# ---- design 1 ----
Figure 1. Wiring by layer (design 1).
Scale bar: 10 µm.
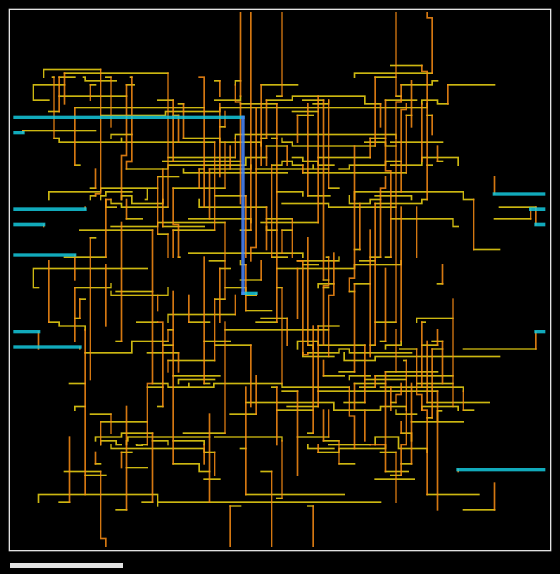

$ cat config.mk
export PLATFORM = sky130hd
export DESIGN_NAME = sequence_detector_param_flat
export DESIGN_NICKNAME = d
export VERILOG_FILES = /design/src/rtl/sequence_detector_param_pkg.sv /design/src/rtl/sequence_detector_param_if.sv /design/src/rtl/sequence_detector_param_counter.sv /design/src/rtl/sequence_detector_param.sv /design/src/flat_wrapper.sv
export SDC_FILE = /design/constraint.sdc
export NUM_CORES = 1
export LEC_CHECK = 0
export CORE_MARGIN = 2
export CORE_UTILIZATION = 53
export CTS_BUF_LIST = sky130_fd_sc_hd__clkbuf_4 sky130_fd_sc_hd__clkbuf_8 sky130_fd_sc_hd__clkbuf_16
export DETAILED_ROUTE_END_ITERATION = 6
export PLACE_DENSITY_LB_ADDON = 0.08
export SLEW_MARGIN = 25
export SYNTH_ARGS = -nofsm -noshare
export SYNTH_HDL_FRONTEND = slang
export SYNTH_SLANG_ARGS = --single-unit
$ cat constraint.sdc
create_clock -name clock -period 4.75 [get_ports clock]
set_input_delay 1.1875 -clock clock [delete_from_list [all_inputs] [get_ports clock]]
set_output_delay 1.1875 -clock clock [all_outputs]
set_load 0.05 [all_outputs]
$ cat src/rtl/sequence_detector_param_pkg.sv
// Shared constants and elaboration helpers for the parametrised sequence detector.
package sequence_detector_pkg;

    // Reset-time pattern of the original fixed detector.
    localparam logic [3:0] DEFAULT_PATTERN_1011 = 4'b1011;

    // Width of a counter that must hold every value from 0 up to pattern_w inclusive.
    function automatic int unsigned fill_width(input int unsigned pattern_w);
        return $clog2(pattern_w + 1);
    endfunction

endpackage

$ cat src/rtl/sequence_detector_param_if.sv
// Stream, control and result signals of the sequence detector, grouped as one bundle.
interface sequence_detector_param_if #(
    parameter int unsigned PATTERN_W = 4,
    parameter int unsigned COUNT_W   = 8
) ();

    logic                 sequence_in;
    logic                 in_valid;
    logic                 overlap_en;
    logic                 pattern_load;
    logic [PATTERN_W-1:0] pattern_in;
    logic                 count_clr;
    logic                 detector_out;
    logic [COUNT_W-1:0]   match_count;
    logic                 count_sat;

    // Bit-stream source / controller side.
    modport master (
        output sequence_in, in_valid, overlap_en, pattern_load, pattern_in, count_clr,
        input  detector_out, match_count, count_sat
    );

    // Detector side.
    modport slave (
        input  sequence_in, in_valid, overlap_en, pattern_load, pattern_in, count_clr,
        output detector_out, match_count, count_sat
    );

endinterface

$ cat src/rtl/sequence_detector_param_counter.sv
// Saturating match counter: clear has priority but a same-cycle increment still lands.
module seq_match_counter #(
    parameter int unsigned COUNT_W = 8
) (
    input  logic               clock,
    input  logic               reset_n,
    input  logic               clr,
    input  logic               inc,
    output logic [COUNT_W-1:0] count,
    output logic               sat
);

    // Count register: clear-then-count, hold once all ones.
    always_ff @(posedge clock or negedge reset_n) begin
        if (!reset_n) begin
            count <= '0;
        end else if (clr) begin
            count <= inc ? COUNT_W'(1) : '0;
        end else if (inc && !sat) begin
            count <= count + COUNT_W'(1);
        end
    end

    // Saturation flag decoded from the registered count.
    always_comb begin
        sat = &count;
    end

endmodule

$ cat src/rtl/sequence_detector_param.sv
// Parametrised serial pattern detector with runtime pattern reload, per-bit overlap
// selection, valid-qualified input and a saturating match counter.
module sequence_detector_param
    import sequence_detector_pkg::*;
#(
    parameter int unsigned          PATTERN_W       = 4,
    parameter logic [PATTERN_W-1:0] DEFAULT_PATTERN = DEFAULT_PATTERN_1011,
    parameter int unsigned          COUNT_W         = 8
) (
    input  logic                  clock,
    input  logic                  reset_n,
    sequence_detector_param_if.slave bus
);

    localparam int unsigned FILL_W = fill_width(PATTERN_W);
    localparam logic [FILL_W-1:0] FILL_FULL = FILL_W'(PATTERN_W);

    logic [PATTERN_W-1:0] pattern;
    logic [PATTERN_W-1:0] history;
    logic [FILL_W-1:0]    fill;
    logic                 detector_q;

    logic [PATTERN_W-1:0] cand;
    logic [FILL_W-1:0]    fill_inc;
    logic                 match;
    logic                 accept;
    logic                 hit;

    // Candidate window and match decision for the bit offered this cycle.
    always_comb begin
        cand     = {history[PATTERN_W-2:0], bus.sequence_in};
        fill_inc = (fill == FILL_FULL) ? fill : fill + FILL_W'(1);
        match    = (fill_inc == FILL_FULL) && (cand == pattern);
        accept   = bus.in_valid && !bus.pattern_load;
        hit      = accept && match;
    end

    // Pattern, history, fill and pulse registers; a load wins over an accepted bit.
    always_ff @(posedge clock or negedge reset_n) begin
        if (!reset_n) begin
            pattern    <= DEFAULT_PATTERN;
            history    <= '0;
            fill       <= '0;
            detector_q <= 1'b0;
        end else if (bus.pattern_load) begin
            pattern    <= bus.pattern_in;
            history    <= '0;
            fill       <= '0;
            detector_q <= 1'b0;
        end else if (bus.in_valid) begin
            history    <= cand;
            detector_q <= match;
            if (match) begin
                // Non-overlap restarts the fill so the matched bits cannot be reused.
                fill <= bus.overlap_en ? FILL_FULL : '0;
            end else begin
                fill <= fill_inc;
            end
        end else begin
            detector_q <= 1'b0;
        end
    end

    seq_match_counter #(
        .COUNT_W (COUNT_W)
    ) u_counter (
        .clock   (clock),
        .reset_n (reset_n),
        .clr     (bus.count_clr),
        .inc     (hit),
        .count   (bus.match_count),
        .sat     (bus.count_sat)
    );

    // Drive the registered pulse onto the bundle.
    always_comb begin
        bus.detector_out = detector_q;
    end

endmodule

$ cat src/flat_wrapper.sv
// flat-port wrapper written by rule: the top's interface ports become plain ports
module sequence_detector_param_flat import sequence_detector_pkg::*;
#(
    parameter int unsigned          PATTERN_W       = 4,
    parameter logic [PATTERN_W-1:0] DEFAULT_PATTERN = DEFAULT_PATTERN_1011,
    parameter int unsigned          COUNT_W         = 8
)
  (clock, reset_n, bus_sequence_in, bus_in_valid, bus_overlap_en, bus_pattern_load, bus_pattern_in, bus_count_clr, bus_detector_out, bus_match_count, bus_count_sat);
  sequence_detector_param_if #(.PATTERN_W(PATTERN_W), .COUNT_W(COUNT_W)) bus_i ();
  input  logic clock;
  input  logic reset_n;
  input wire logic [$bits(bus_i.sequence_in)-1:0] bus_sequence_in;
  input wire logic [$bits(bus_i.in_valid)-1:0] bus_in_valid;
  input wire logic [$bits(bus_i.overlap_en)-1:0] bus_overlap_en;
  input wire logic [$bits(bus_i.pattern_load)-1:0] bus_pattern_load;
  input wire logic [$bits(bus_i.pattern_in)-1:0] bus_pattern_in;
  input wire logic [$bits(bus_i.count_clr)-1:0] bus_count_clr;
  output wire logic [$bits(bus_i.detector_out)-1:0] bus_detector_out;
  output wire logic [$bits(bus_i.match_count)-1:0] bus_match_count;
  output wire logic [$bits(bus_i.count_sat)-1:0] bus_count_sat;
  assign bus_i.sequence_in = bus_sequence_in;
  assign bus_i.in_valid = bus_in_valid;
  assign bus_i.overlap_en = bus_overlap_en;
  assign bus_i.pattern_load = bus_pattern_load;
  assign bus_i.pattern_in = bus_pattern_in;
  assign bus_i.count_clr = bus_count_clr;
  assign bus_detector_out = bus_i.detector_out;
  assign bus_match_count = bus_i.match_count;
  assign bus_count_sat = bus_i.count_sat;
  sequence_detector_param #(.PATTERN_W(PATTERN_W), .DEFAULT_PATTERN(DEFAULT_PATTERN), .COUNT_W(COUNT_W)) u_core (.clock(clock), .reset_n(reset_n), .bus(bus_i));
endmodule
# ---- design 2 ----
[config.mk]
export PLATFORM = sky130hd
export DESIGN_NAME = lu_compare_seq
export DESIGN_NICKNAME = d
export VERILOG_FILES = /design/src/rtl/lu_compare_pkg.sv /design/src/rtl/lu_chunk_cmp.sv /design/src/rtl/lu_compare_seq.sv
export SDC_FILE = /design/constraint.sdc
export NUM_CORES = 1
export LEC_CHECK = 0
export CAP_MARGIN = 20
export CORE_ASPECT_RATIO = 1.2
export CORE_MARGIN = 2
export CORE_UTILIZATION = 52
export CTS_BUF_LIST = sky130_fd_sc_hd__clkbuf_8
export DETAILED_ROUTE_END_ITERATION = 6
export PLACE_DENSITY = 0.78
export SLEW_MARGIN = 40
export SYNTH_ARGS = -nofsm -noshare
export SYNTH_HDL_FRONTEND = slang
export SYNTH_SLANG_ARGS = --single-unit
[constraint.sdc]
create_clock -name clk -period 2.8 [get_ports clk]
set_input_delay 0.56 -clock clk [delete_from_list [all_inputs] [get_ports clk]]
set_output_delay 0.56 -clock clk [all_outputs]
set_load 0.005 [all_outputs]
[src/rtl/lu_compare_pkg.sv]
// Shared types and constants for the sequential chunk-wise magnitude comparator.
// Holds the FSM state encoding, the mode encoding and the mode-to-result mapping.
package lu_compare_pkg;

    typedef enum logic [1:0] {
        ST_IDLE = 2'd0,
        ST_SCAN = 2'd1,
        ST_DONE = 2'd2
    } state_e;

    localparam logic [2:0] MODE_EQ = 3'b000;
    localparam logic [2:0] MODE_NE = 3'b001;
    localparam logic [2:0] MODE_LT = 3'b010;
    localparam logic [2:0] MODE_GT = 3'b011;
    localparam logic [2:0] MODE_LE = 3'b100;
    localparam logic [2:0] MODE_GE = 3'b101;

    // Reserved encodings (110, 111) always evaluate false.
    function automatic logic eval_mode(input logic [2:0] mode,
                                       input logic       is_eq,
                                       input logic       is_lt);
        logic r;
        r = 1'b0;
        case (mode)
            MODE_EQ: r = is_eq;
            MODE_NE: r = !is_eq;
            MODE_LT: r = is_lt;
            MODE_GT: r = !is_eq && !is_lt;
            MODE_LE: r = is_eq || is_lt;
            MODE_GE: r = !is_lt;
            default: r = 1'b0;
        endcase
        return r;
    endfunction

endpackage

[src/rtl/lu_chunk_cmp.sv]
// Combinational unsigned compare of one DIGIT-bit chunk pair.
module lu_chunk_cmp #(
    parameter int DIGIT = 2
) (
    input  logic [DIGIT-1:0] chunk_a,
    input  logic [DIGIT-1:0] chunk_b,
    output logic             chunk_eq,
    output logic             chunk_lt
);

    always_comb begin
        chunk_eq = (chunk_a == chunk_b);
        chunk_lt = (chunk_a < chunk_b);
    end

endmodule

[src/rtl/lu_compare_seq.sv]
// Sequential comparator: scans operands DIGIT bits per cycle, MSB chunk first,
// exiting early on the first differing chunk. Signed compare is done by MSB flip.
module lu_compare_seq
    import lu_compare_pkg::*;
#(
    parameter int WIDTH = 8,
    parameter int DIGIT = 2
) (
    input  logic             clk,
    input  logic             rst_n,
    input  logic             start,
    input  logic [2:0]       mode,
    input  logic             is_signed,
    input  logic [WIDTH-1:0] a,
    input  logic [WIDTH-1:0] b,
    output logic             busy,
    output logic             done,
    output logic             result,
    output logic             eq,
    output logic             lt
);

    localparam int N  = WIDTH / DIGIT;
    localparam int CW = $clog2(N) + 1;
    localparam logic [CW-1:0] LAST_CHUNK = CW'(N - 1);

    state_e           state_q,  state_d;
    logic [CW-1:0]    cnt_q,    cnt_d;
    logic [WIDTH-1:0] a_q,      a_d;
    logic [WIDTH-1:0] b_q,      b_d;
    logic [2:0]       mode_q,   mode_d;
    logic             busy_q,   busy_d;
    logic             done_q,   done_d;
    logic             result_q, result_d;
    logic             eq_q,     eq_d;
    logic             lt_q,     lt_d;

    logic [WIDTH-1:0] a_sh, b_sh;
    logic [DIGIT-1:0] chunk_a, chunk_b;
    logic             chunk_eq, chunk_lt;
    logic [WIDTH-1:0] sign_flip;

    // Shifting the current chunk up to the MSB end avoids a variable part-select.
    always_comb begin
        a_sh    = a_q << (DIGIT * int'(cnt_q));
        b_sh    = b_q << (DIGIT * int'(cnt_q));
        chunk_a = a_sh[WIDTH-1 -: DIGIT];
        chunk_b = b_sh[WIDTH-1 -: DIGIT];
    end

    lu_chunk_cmp #(
        .DIGIT (DIGIT)
    ) u_chunk_cmp (
        .chunk_a  (chunk_a),
        .chunk_b  (chunk_b),
        .chunk_eq (chunk_eq),
        .chunk_lt (chunk_lt)
    );

    always_comb begin
        sign_flip = '0;
        sign_flip[WIDTH-1] = is_signed;

        state_d  = state_q;
        cnt_d    = cnt_q;
        a_d      = a_q;
        b_d      = b_q;
        mode_d   = mode_q;
        result_d = result_q;
        eq_d     = eq_q;
        lt_d     = lt_q;

        case (state_q)
            ST_IDLE, ST_DONE: begin
                if (start) begin
                    a_d     = a ^ sign_flip;
                    b_d     = b ^ sign_flip;
                    mode_d  = mode;
                    cnt_d   = '0;
                    state_d = ST_SCAN;
                end else begin
                    state_d = ST_IDLE;
                end
            end
            ST_SCAN: begin
                if (!chunk_eq) begin
                    eq_d     = 1'b0;
                    lt_d     = chunk_lt;
                    result_d = eval_mode(mode_q, 1'b0, chunk_lt);
                    state_d  = ST_DONE;
                end else if (cnt_q == LAST_CHUNK) begin
                    eq_d     = 1'b1;
                    lt_d     = 1'b0;
                    result_d = eval_mode(mode_q, 1'b1, 1'b0);
                    state_d  = ST_DONE;
                end else begin
                    cnt_d = cnt_q + CW'(1);
                end
            end
            default: state_d = ST_IDLE;
        endcase

        busy_d = (state_d == ST_SCAN);
        done_d = (state_d == ST_DONE);
    end

    always_ff @(posedge clk or negedge rst_n) begin
        if (!rst_n) begin
            state_q  <= ST_IDLE;
            cnt_q    <= '0;
            a_q      <= '0;
            b_q      <= '0;
            mode_q   <= '0;
            busy_q   <= 1'b0;
            done_q   <= 1'b0;
            result_q <= 1'b0;
            eq_q     <= 1'b0;
            lt_q     <= 1'b0;
        end else begin
            state_q  <= state_d;
            cnt_q    <= cnt_d;
            a_q      <= a_d;
            b_q      <= b_d;
            mode_q   <= mode_d;
            busy_q   <= busy_d;
            done_q   <= done_d;
            result_q <= result_d;
            eq_q     <= eq_d;
            lt_q     <= lt_d;
        end
    end

    assign busy   = busy_q;
    assign done   = done_q;
    assign result = result_q;
    assign eq     = eq_q;
    assign lt     = lt_q;

endmodule

Figure 2. Cell classes on the final placement (design 2).
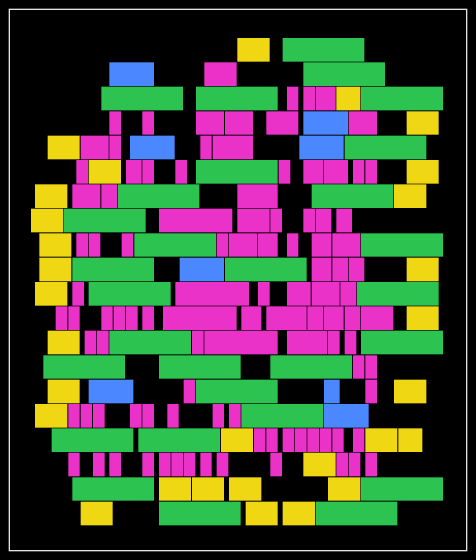
| colour | class | cells | share of their area |
|---|---|---|---|
| magenta | combinational and other logic | 103 | 35% |
| yellow | remaining buffers and delay cells | 29 | 17% |
| blue | clock drivers and dummy loads | 8 | 5.9% |
| green | sequential cells | 29 | 42% |
post-layout util: 0.6931
final instance area: 1752 µm²

Figure 3. Congestion heat map (design 2).
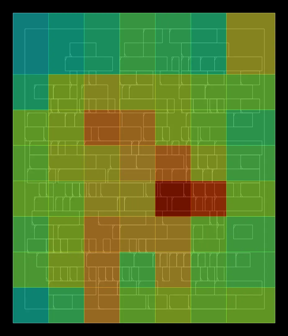
met2 Usage GRT: 0.3496
busiest layer in global routing: met2
met1 GRT Util: 0.2072
wire per inst: 12.21 µm

==> results.tsv, design 2 <==
metric	value	unit
grt_pass1_vias	1059	
final-setup-viol-count	0	
met2RoutedLength	1261	µm
ys_sh_xor	0.01920	
post-dp-hpwl	1826	µm
p_total	1.779	mW
status	finished, final reports clean	
placed_cell_area	1650	µm²
die_y	60.20	µm
common_cells	nand2_1 (58), dfrtp_1 (29), buf_2 (5), inv_1 (5)	
dominant-cell-class	registers	
most_common_cell	nand2_1	
p_leak	0.8497	nW
portBuffers	27	
cts_resized	0	
p_seq	717	µW
startpoint	cnt_q[0]	
post-route-min-period	2.554	ns
layout-drive-gt1-share	0.1302	
yosys.area_share.adder	0.03656	
end_kind	flip-flop	
syn-cell-area	1369	µm²
met1_length	1013	µm
core_area	2527	µm²
==> design 2: worst max-delay path: stages, from the launching register on <==
cell and delay, ns:
dfrtp_1 0.55, mux4_2 0.55, and2_1 0.18, ha_1 0.32, nand2_2 0.09, or3_1 0.52
nand3_2 0.14, o21ai_2 0.07
==> design 2: state kept, by name, summed over array words and instances (netlist names) <==
| signal | flops |
|---|---|
| result | 1 |
| a_q | 8 |
| lt | 1 |
| done | 1 |
| mode_q | 3 |
| eq | 1 |
| state_q | 2 |
| cnt_q | 3 |
| busy | 1 |
| b_q | 8 |
Figure 4. Congestion heat map (design 1).
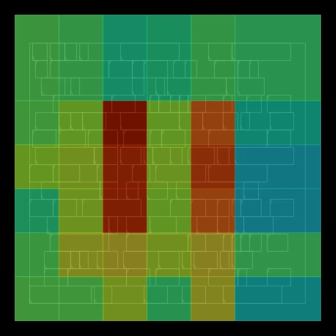
busiest layer in global routing: met2
wire per inst: 13.19 µm

Figure 5. Floorplan with the power grid (design 1).
Pins as bars on the die edge. Tap cells in grey.
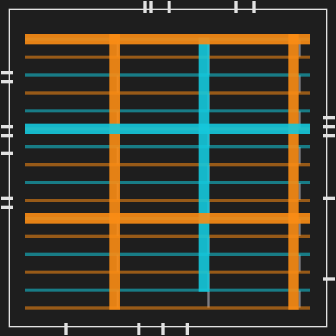
| colour | net |
|---|---|
| cyan | VDD |
| orange | VSS |
met1 rails: 16
rows: 15
signal pins: 21
met4 straps: 3

## Picture notes: Figure 1
| colour | layer | wire length |
|---|---|---|
| orange | metal 2 | 949 µm |
| blue | metal 4 | 15.6 µm |
| yellow | metal 1 | 891 µm |
| cyan | metal 3 | 58.4 µm |
GRT Overall Usage: 0.2022
via count: 787
final WL: 1913 µm

==> results.tsv, design 1 <==
metric	value	unit
status	finished, final reports clean	
p_leak	0.5189	nW
crit_family	buffers and inverters	
power.clock.total	84.4	µW
most_common_cell	dfrtp_1	
worstSetupPathType	reg -> out	
met2RoutedLength	948	µm
layout-drive-gt1-share	0.1333	
clk_path_buf_depth	2	
min_to	u_core.pattern[2]	
worst_slew_pin_slew	0.8778	ns
min_path_cells	1	
final-nonclk-buf-share	0.1572	
globalplace.congestion	0.6972	
synth_top_area_share	0.3912	
ctsHoldBuffers	0	
worstPathRequired	3.56	ns
inverters	3	
post-dp-hpwl	1440	µm
reg2reg_depth	7	
crit_slowest_cell	clkdlybuf4s50_1	
grtUsageMet1	0.2732	
area_delta_synth_final	24.45	%
die_y	47.95	µm
synthCells	99	
yosys.area_share.adder	0.03667	
clock_sinks	19	
==> design 1: per-stage QoR <==
stage | instances | hold WS [ns] | worst slack [ns] | cell area, µm² | total power, mW
after floorplan | 99 | 0.5024 | 1.318 | 1023 | 0.2043
after global placement | 141 | 0.5151 | 1.508 | 1244 | 0.2202
after detailed placement | 141 | 0.5203 | 1.430 | 1244 | 0.2216
after CTS | 145 | 0.5459 | 1.244 | 1274 | 0.3079
after global routing | 145 | 0.5856 | 1.117 | 1274 | 0.3191
final | 145 | 0.5390 | 1.213 | 1274 | 0.3027

# ---- design 3 ----
`config.mk`:
```
export PLATFORM = sky130hd
export DESIGN_NAME = data_mem_bridge
export DESIGN_NICKNAME = d
export VERILOG_FILES = /design/src/rtl/mem_bridge_pkg.sv /design/src/rtl/data_mem_bridge_lane_steer.sv /design/src/rtl/data_mem_bridge.sv
export SDC_FILE = /design/constraint.sdc
export NUM_CORES = 1
export LEC_CHECK = 0
export CAP_MARGIN = 20
export CORE_ASPECT_RATIO = 0.8
export CORE_MARGIN = 4
export CORE_UTILIZATION = 44
export CTS_CLUSTER_SIZE = 28
export DETAILED_ROUTE_END_ITERATION = 7
export HOLD_SLACK_MARGIN = 0.15
export PLACE_DENSITY = 0.87
export SETUP_SLACK_MARGIN = 0.2
export SYNTH_ARGS = -nofsm -noshare
export SYNTH_HDL_FRONTEND = slang
export SYNTH_SLANG_ARGS = --single-unit
```
`constraint.sdc`:
```
create_clock -name clock -period 2.3 [get_ports clock]
set_input_delay 0.46 -clock clock [delete_from_list [all_inputs] [get_ports clock]]
set_output_delay 0.46 -clock clock [all_outputs]
set_load 0.01 [all_outputs]
```
`src/rtl/mem_bridge_pkg.sv`:
```
// Shared types and constants for the core-to-bus data memory bridge.
package mem_bridge_pkg;

    // Bridge FSM states
    typedef enum logic [1:0] {
        IDLE  = 2'b00,
        ADDR  = 2'b01,
        RDATA = 2'b10,
        DONE  = 2'b11
    } state_e;

    // Access size encodings taken from funct3[1:0]; 2'b11 is illegal
    localparam logic [1:0] SZ_B = 2'b00;
    localparam logic [1:0] SZ_H = 2'b01;
    localparam logic [1:0] SZ_W = 2'b10;

endpackage : mem_bridge_pkg

```
`src/rtl/data_mem_bridge_lane_steer.sv`:
```
// Combinational byte-lane steering: strobes, replicated store data and
// alignment check for one access, derived from its size and low address bits.
module lane_steer
    import mem_bridge_pkg::*;
(
    input  logic [1:0]  size_i,
    input  logic [1:0]  addr_lo_i,
    input  logic [31:0] wdata_i,
    output logic [3:0]  wstrb_o,
    output logic [31:0] wdata_o,
    output logic        misalign_o
);

    // Replicate the store operand across lanes so the strobes alone pick the bytes
    always_comb begin
        wstrb_o    = 4'b0000;
        wdata_o    = wdata_i;
        misalign_o = 1'b1;
        case (size_i)
            SZ_B: begin
                wstrb_o    = 4'b0001 << addr_lo_i;
                wdata_o    = {4{wdata_i[7:0]}};
                misalign_o = 1'b0;
            end
            SZ_H: begin
                wstrb_o    = 4'b0011 << addr_lo_i;
                wdata_o    = {2{wdata_i[15:0]}};
                misalign_o = addr_lo_i[0];
            end
            SZ_W: begin
                wstrb_o    = 4'b1111;
                wdata_o    = wdata_i;
                misalign_o = |addr_lo_i;
            end
            default: begin
                wstrb_o    = 4'b0000;
                wdata_o    = wdata_i;
                misalign_o = 1'b1;
            end
        endcase
    end

endmodule : lane_steer

```
`src/rtl/data_mem_bridge.sv`:
```
// Multi-cycle bridge from the single-cycle core's data port to a valid/ready
// memory bus. One access per core request; the core is stalled until the
// one-cycle rsp_valid pulse, and load bytes come back right-justified.
module data_mem_bridge
    import mem_bridge_pkg::*;
(
    input  logic        clock,
    input  logic        reset,
    input  logic        req_valid,
    input  logic        req_we,
    input  logic [2:0]  req_funct3,
    input  logic [31:0] req_addr,
    input  logic [31:0] req_wdata,
    output logic        stall,
    output logic        rsp_valid,
    output logic [31:0] rsp_rdata,
    output logic        misalign,
    output logic        mem_valid,
    input  logic        mem_ready,
    output logic        mem_we,
    output logic [31:0] mem_addr,
    output logic [3:0]  mem_wstrb,
    output logic [31:0] mem_wdata,
    input  logic        mem_rvalid,
    input  logic [31:0] mem_rdata
);

    state_e      state_q;
    logic        we_q;
    logic [1:0]  addr_lo_q;
    logic        rsp_valid_q;
    logic [31:0] rsp_rdata_q;
    logic        misalign_q;
    logic        mem_valid_q;
    logic        mem_we_q;
    logic [31:0] mem_addr_q;
    logic [3:0]  mem_wstrb_q;
    logic [31:0] mem_wdata_q;

    logic [3:0]  steer_wstrb;
    logic [31:0] steer_wdata;
    logic        steer_misalign;

    // Signedness bit of funct3 is handled by the core's load extension logic
    logic        unused_funct3;
    assign unused_funct3 = req_funct3[2];

    lane_steer u_lane_steer (
        .size_i     (req_funct3[1:0]),
        .addr_lo_i  (req_addr[1:0]),
        .wdata_i    (req_wdata),
        .wstrb_o    (steer_wstrb),
        .wdata_o    (steer_wdata),
        .misalign_o (steer_misalign)
    );

    // Core stays frozen for the whole access and is released in DONE, where it retires
    assign stall = req_valid && (state_q != DONE);

    // Bridge FSM with all bus and response outputs registered
    always_ff @(posedge clock or negedge reset) begin
        if (!reset) begin
            state_q     <= IDLE;
            we_q        <= 1'b0;
            addr_lo_q   <= 2'b00;
            rsp_valid_q <= 1'b0;
            rsp_rdata_q <= '0;
            misalign_q  <= 1'b0;
            mem_valid_q <= 1'b0;
            mem_we_q    <= 1'b0;
            mem_addr_q  <= '0;
            mem_wstrb_q <= 4'b0000;
            mem_wdata_q <= '0;
        end else begin
            case (state_q)
                IDLE: begin
                    if (req_valid) begin
                        we_q      <= req_we;
                        addr_lo_q <= req_addr[1:0];
                        if (steer_misalign) begin
                            // Bad alignment or size never reaches the bus
                            state_q     <= DONE;
                            rsp_valid_q <= 1'b1;
                            misalign_q  <= 1'b1;
                            rsp_rdata_q <= '0;
                        end else begin
                            state_q     <= ADDR;
                            mem_valid_q <= 1'b1;
                            mem_we_q    <= req_we;
                            mem_addr_q  <= {req_addr[31:2], 2'b00};
                            mem_wstrb_q <= req_we ? steer_wstrb : 4'b0000;
                            mem_wdata_q <= req_we ? steer_wdata : 32'h0;
                        end
                    end
                end
                ADDR: begin
                    if (mem_ready) begin
                        mem_valid_q <= 1'b0;
                        if (we_q) begin
                            state_q     <= DONE;
                            rsp_valid_q <= 1'b1;
                            misalign_q  <= 1'b0;
                            rsp_rdata_q <= '0;
                        end else begin
                            state_q <= RDATA;
                        end
                    end
                end
                RDATA: begin
                    if (mem_rvalid) begin
                        state_q     <= DONE;
                        rsp_valid_q <= 1'b1;
                        misalign_q  <= 1'b0;
                        rsp_rdata_q <= mem_rdata >> {addr_lo_q, 3'b000};
                    end
                end
                DONE: begin
                    state_q     <= IDLE;
                    rsp_valid_q <= 1'b0;
                    misalign_q  <= 1'b0;
                    rsp_rdata_q <= '0;
                end
                default: begin
                    state_q <= IDLE;
                end
            endcase
        end
    end

    assign rsp_valid = rsp_valid_q;
    assign rsp_rdata = rsp_rdata_q;
    assign misalign  = misalign_q;
    assign mem_valid = mem_valid_q;
    assign mem_we    = mem_we_q;
    assign mem_addr  = mem_addr_q;
    assign mem_wstrb = mem_wstrb_q;
    assign mem_wdata = mem_wdata_q;

endmodule : data_mem_bridge

```
==> results.tsv <==
metric	value	unit
topCellsByArea	dfrtp_1 (51%), mux2_2 (11%), mux2i_1 (9.3%)	
common_cells	dfrtp_1 (107), nand2_1 (95), o21ai_0 (60)	
warnings	31	
ios	210	
drtPass1Iterations	4	
powerDensity	1238	nW/µm²
portBuffers	206	
post_synth_num_cell_types	31	
grt_overflow_total	0	
worst_slew_pin_slew	0.5461	ns
diodes	0	
path_clk_slew	0.07	ns
maxSlewViolCount	0	
post-route-min-period	1.908	ns
wirelength	14110	µm
synth_top_area_share	0.5076	
critPathArrivalTime	2.16	ns
fin_crit_sh	0.8294	
met2RoutedLength	6958	µm
power.clock.total	1.63	mW
lay_top_count	clkdlybuf4s50_1	
worstPathRequired	2.55	ns
remaining_drc_errors	0	
power_switching_share	0.3352	
nNetsFinal	804	
status	finished, final reports clean	
clk_path_buf_depth	2	
fmax	0.5242	GHz
crit_path_max_fanout	19	
==> final cells by class <==
class | count | share of cell area
Sequential cell | 107 | 0.3402
Multi-Input combinational cell | 326 | 0.2955
Timing Repair Buffer | 226 | 0.2889
Clock buffer | 10 | 0.02909
Tap cell | 148 | 0.02353
Inverter | 24 | 0.01145
Clock inverter | 6 | 0.01129
==> state kept, by name, indices dropped and copies added (netlist names) <==
name / cells
rsp_valid: 1
mem_wstrb: 4
state_q: 2
mem_wdata: 32
addr_lo_q: 2
mem_addr: 30
misalign: 1
rsp_rdata: 32
mem_we: 1
we_q: 1
mem_valid: 1
Figure 6. Floorplan with the power grid (design 3).
Pins as bars on the die edge. Tap cells in grey.
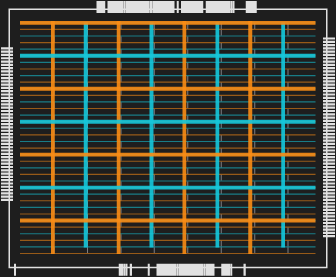
| colour | net |
|---|---|
| orange | VSS |
| cyan | VDD |
met4 straps: 8
signal pins: 210
met1 rails: 36
met5 straps: 7
die x size: 130.4 µm
maximum vdd drop: 763.9 µV
total core area: 11,600 µm²
Die Y: 105.9 µm

Figure 7. Cell classes on the final placement (design 3).
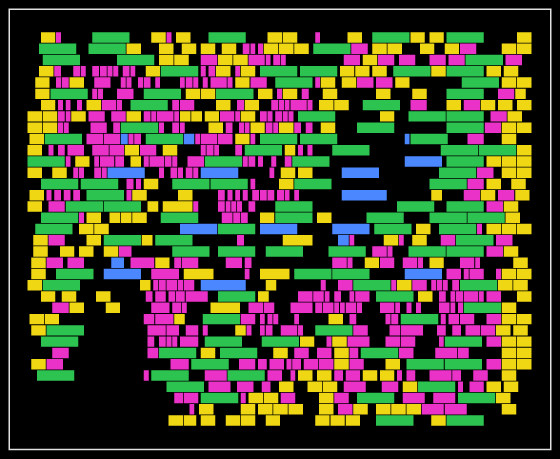
| colour | class | cells | share of their area |
|---|---|---|---|
| yellow | remaining buffers and delay cells | 226 | 30% |
| green | sequential cells | 107 | 35% |
| magenta | combinational and other logic | 350 | 31% |
| blue | clock drivers and dummy loads | 16 | 4.1% |



==> screenshots <==
Clock distribution.
panel A
Scale bar: 20 µm.
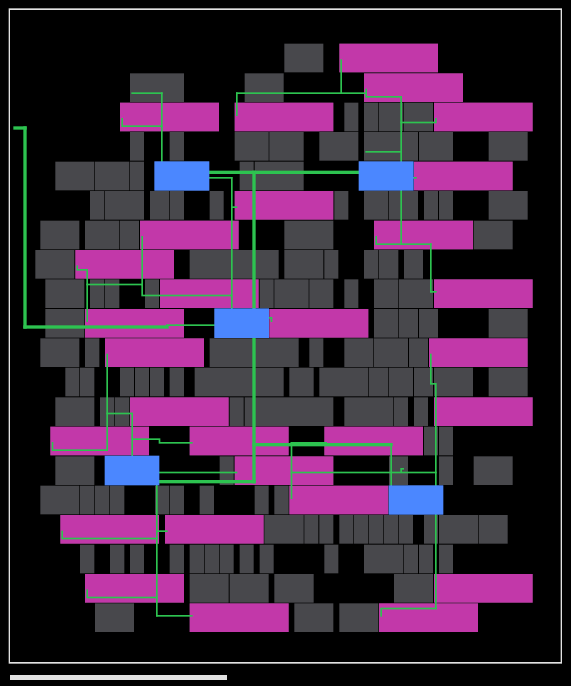
panel B
Scale bar: 50 µm.
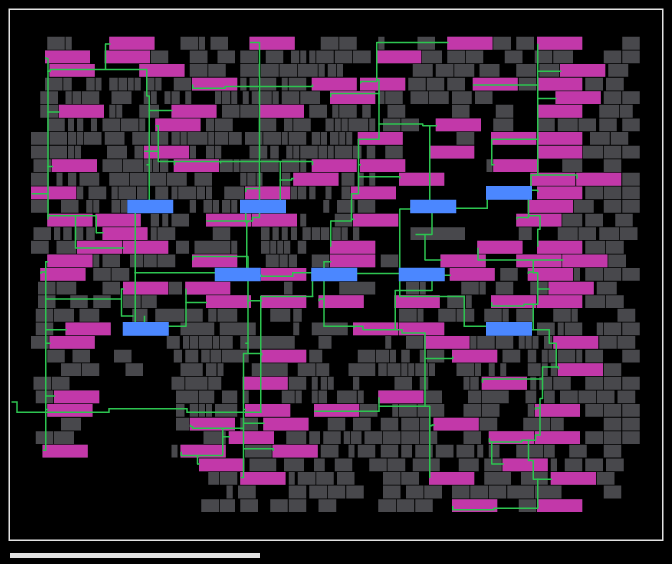
panel C
Scale bar: 10 µm.
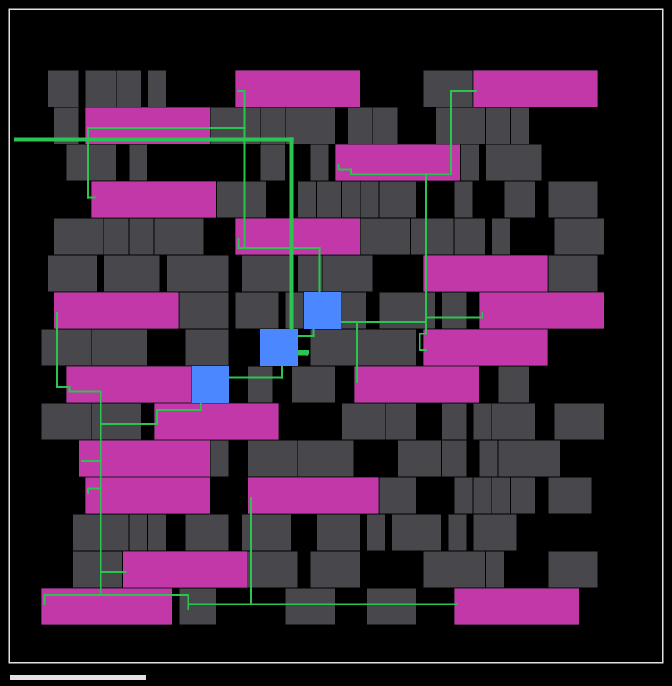
Design 1 is panel C.
Design 3 is panel B.
Design 2 is panel A.

Key to panel B:
[green] clock wires | length: 1,200 µm
[magenta] flip-flops | count: 107
[blue] clock drivers | count: 9
routed clock nets: 10

Power is estimated from default activity; no workload was simulated.
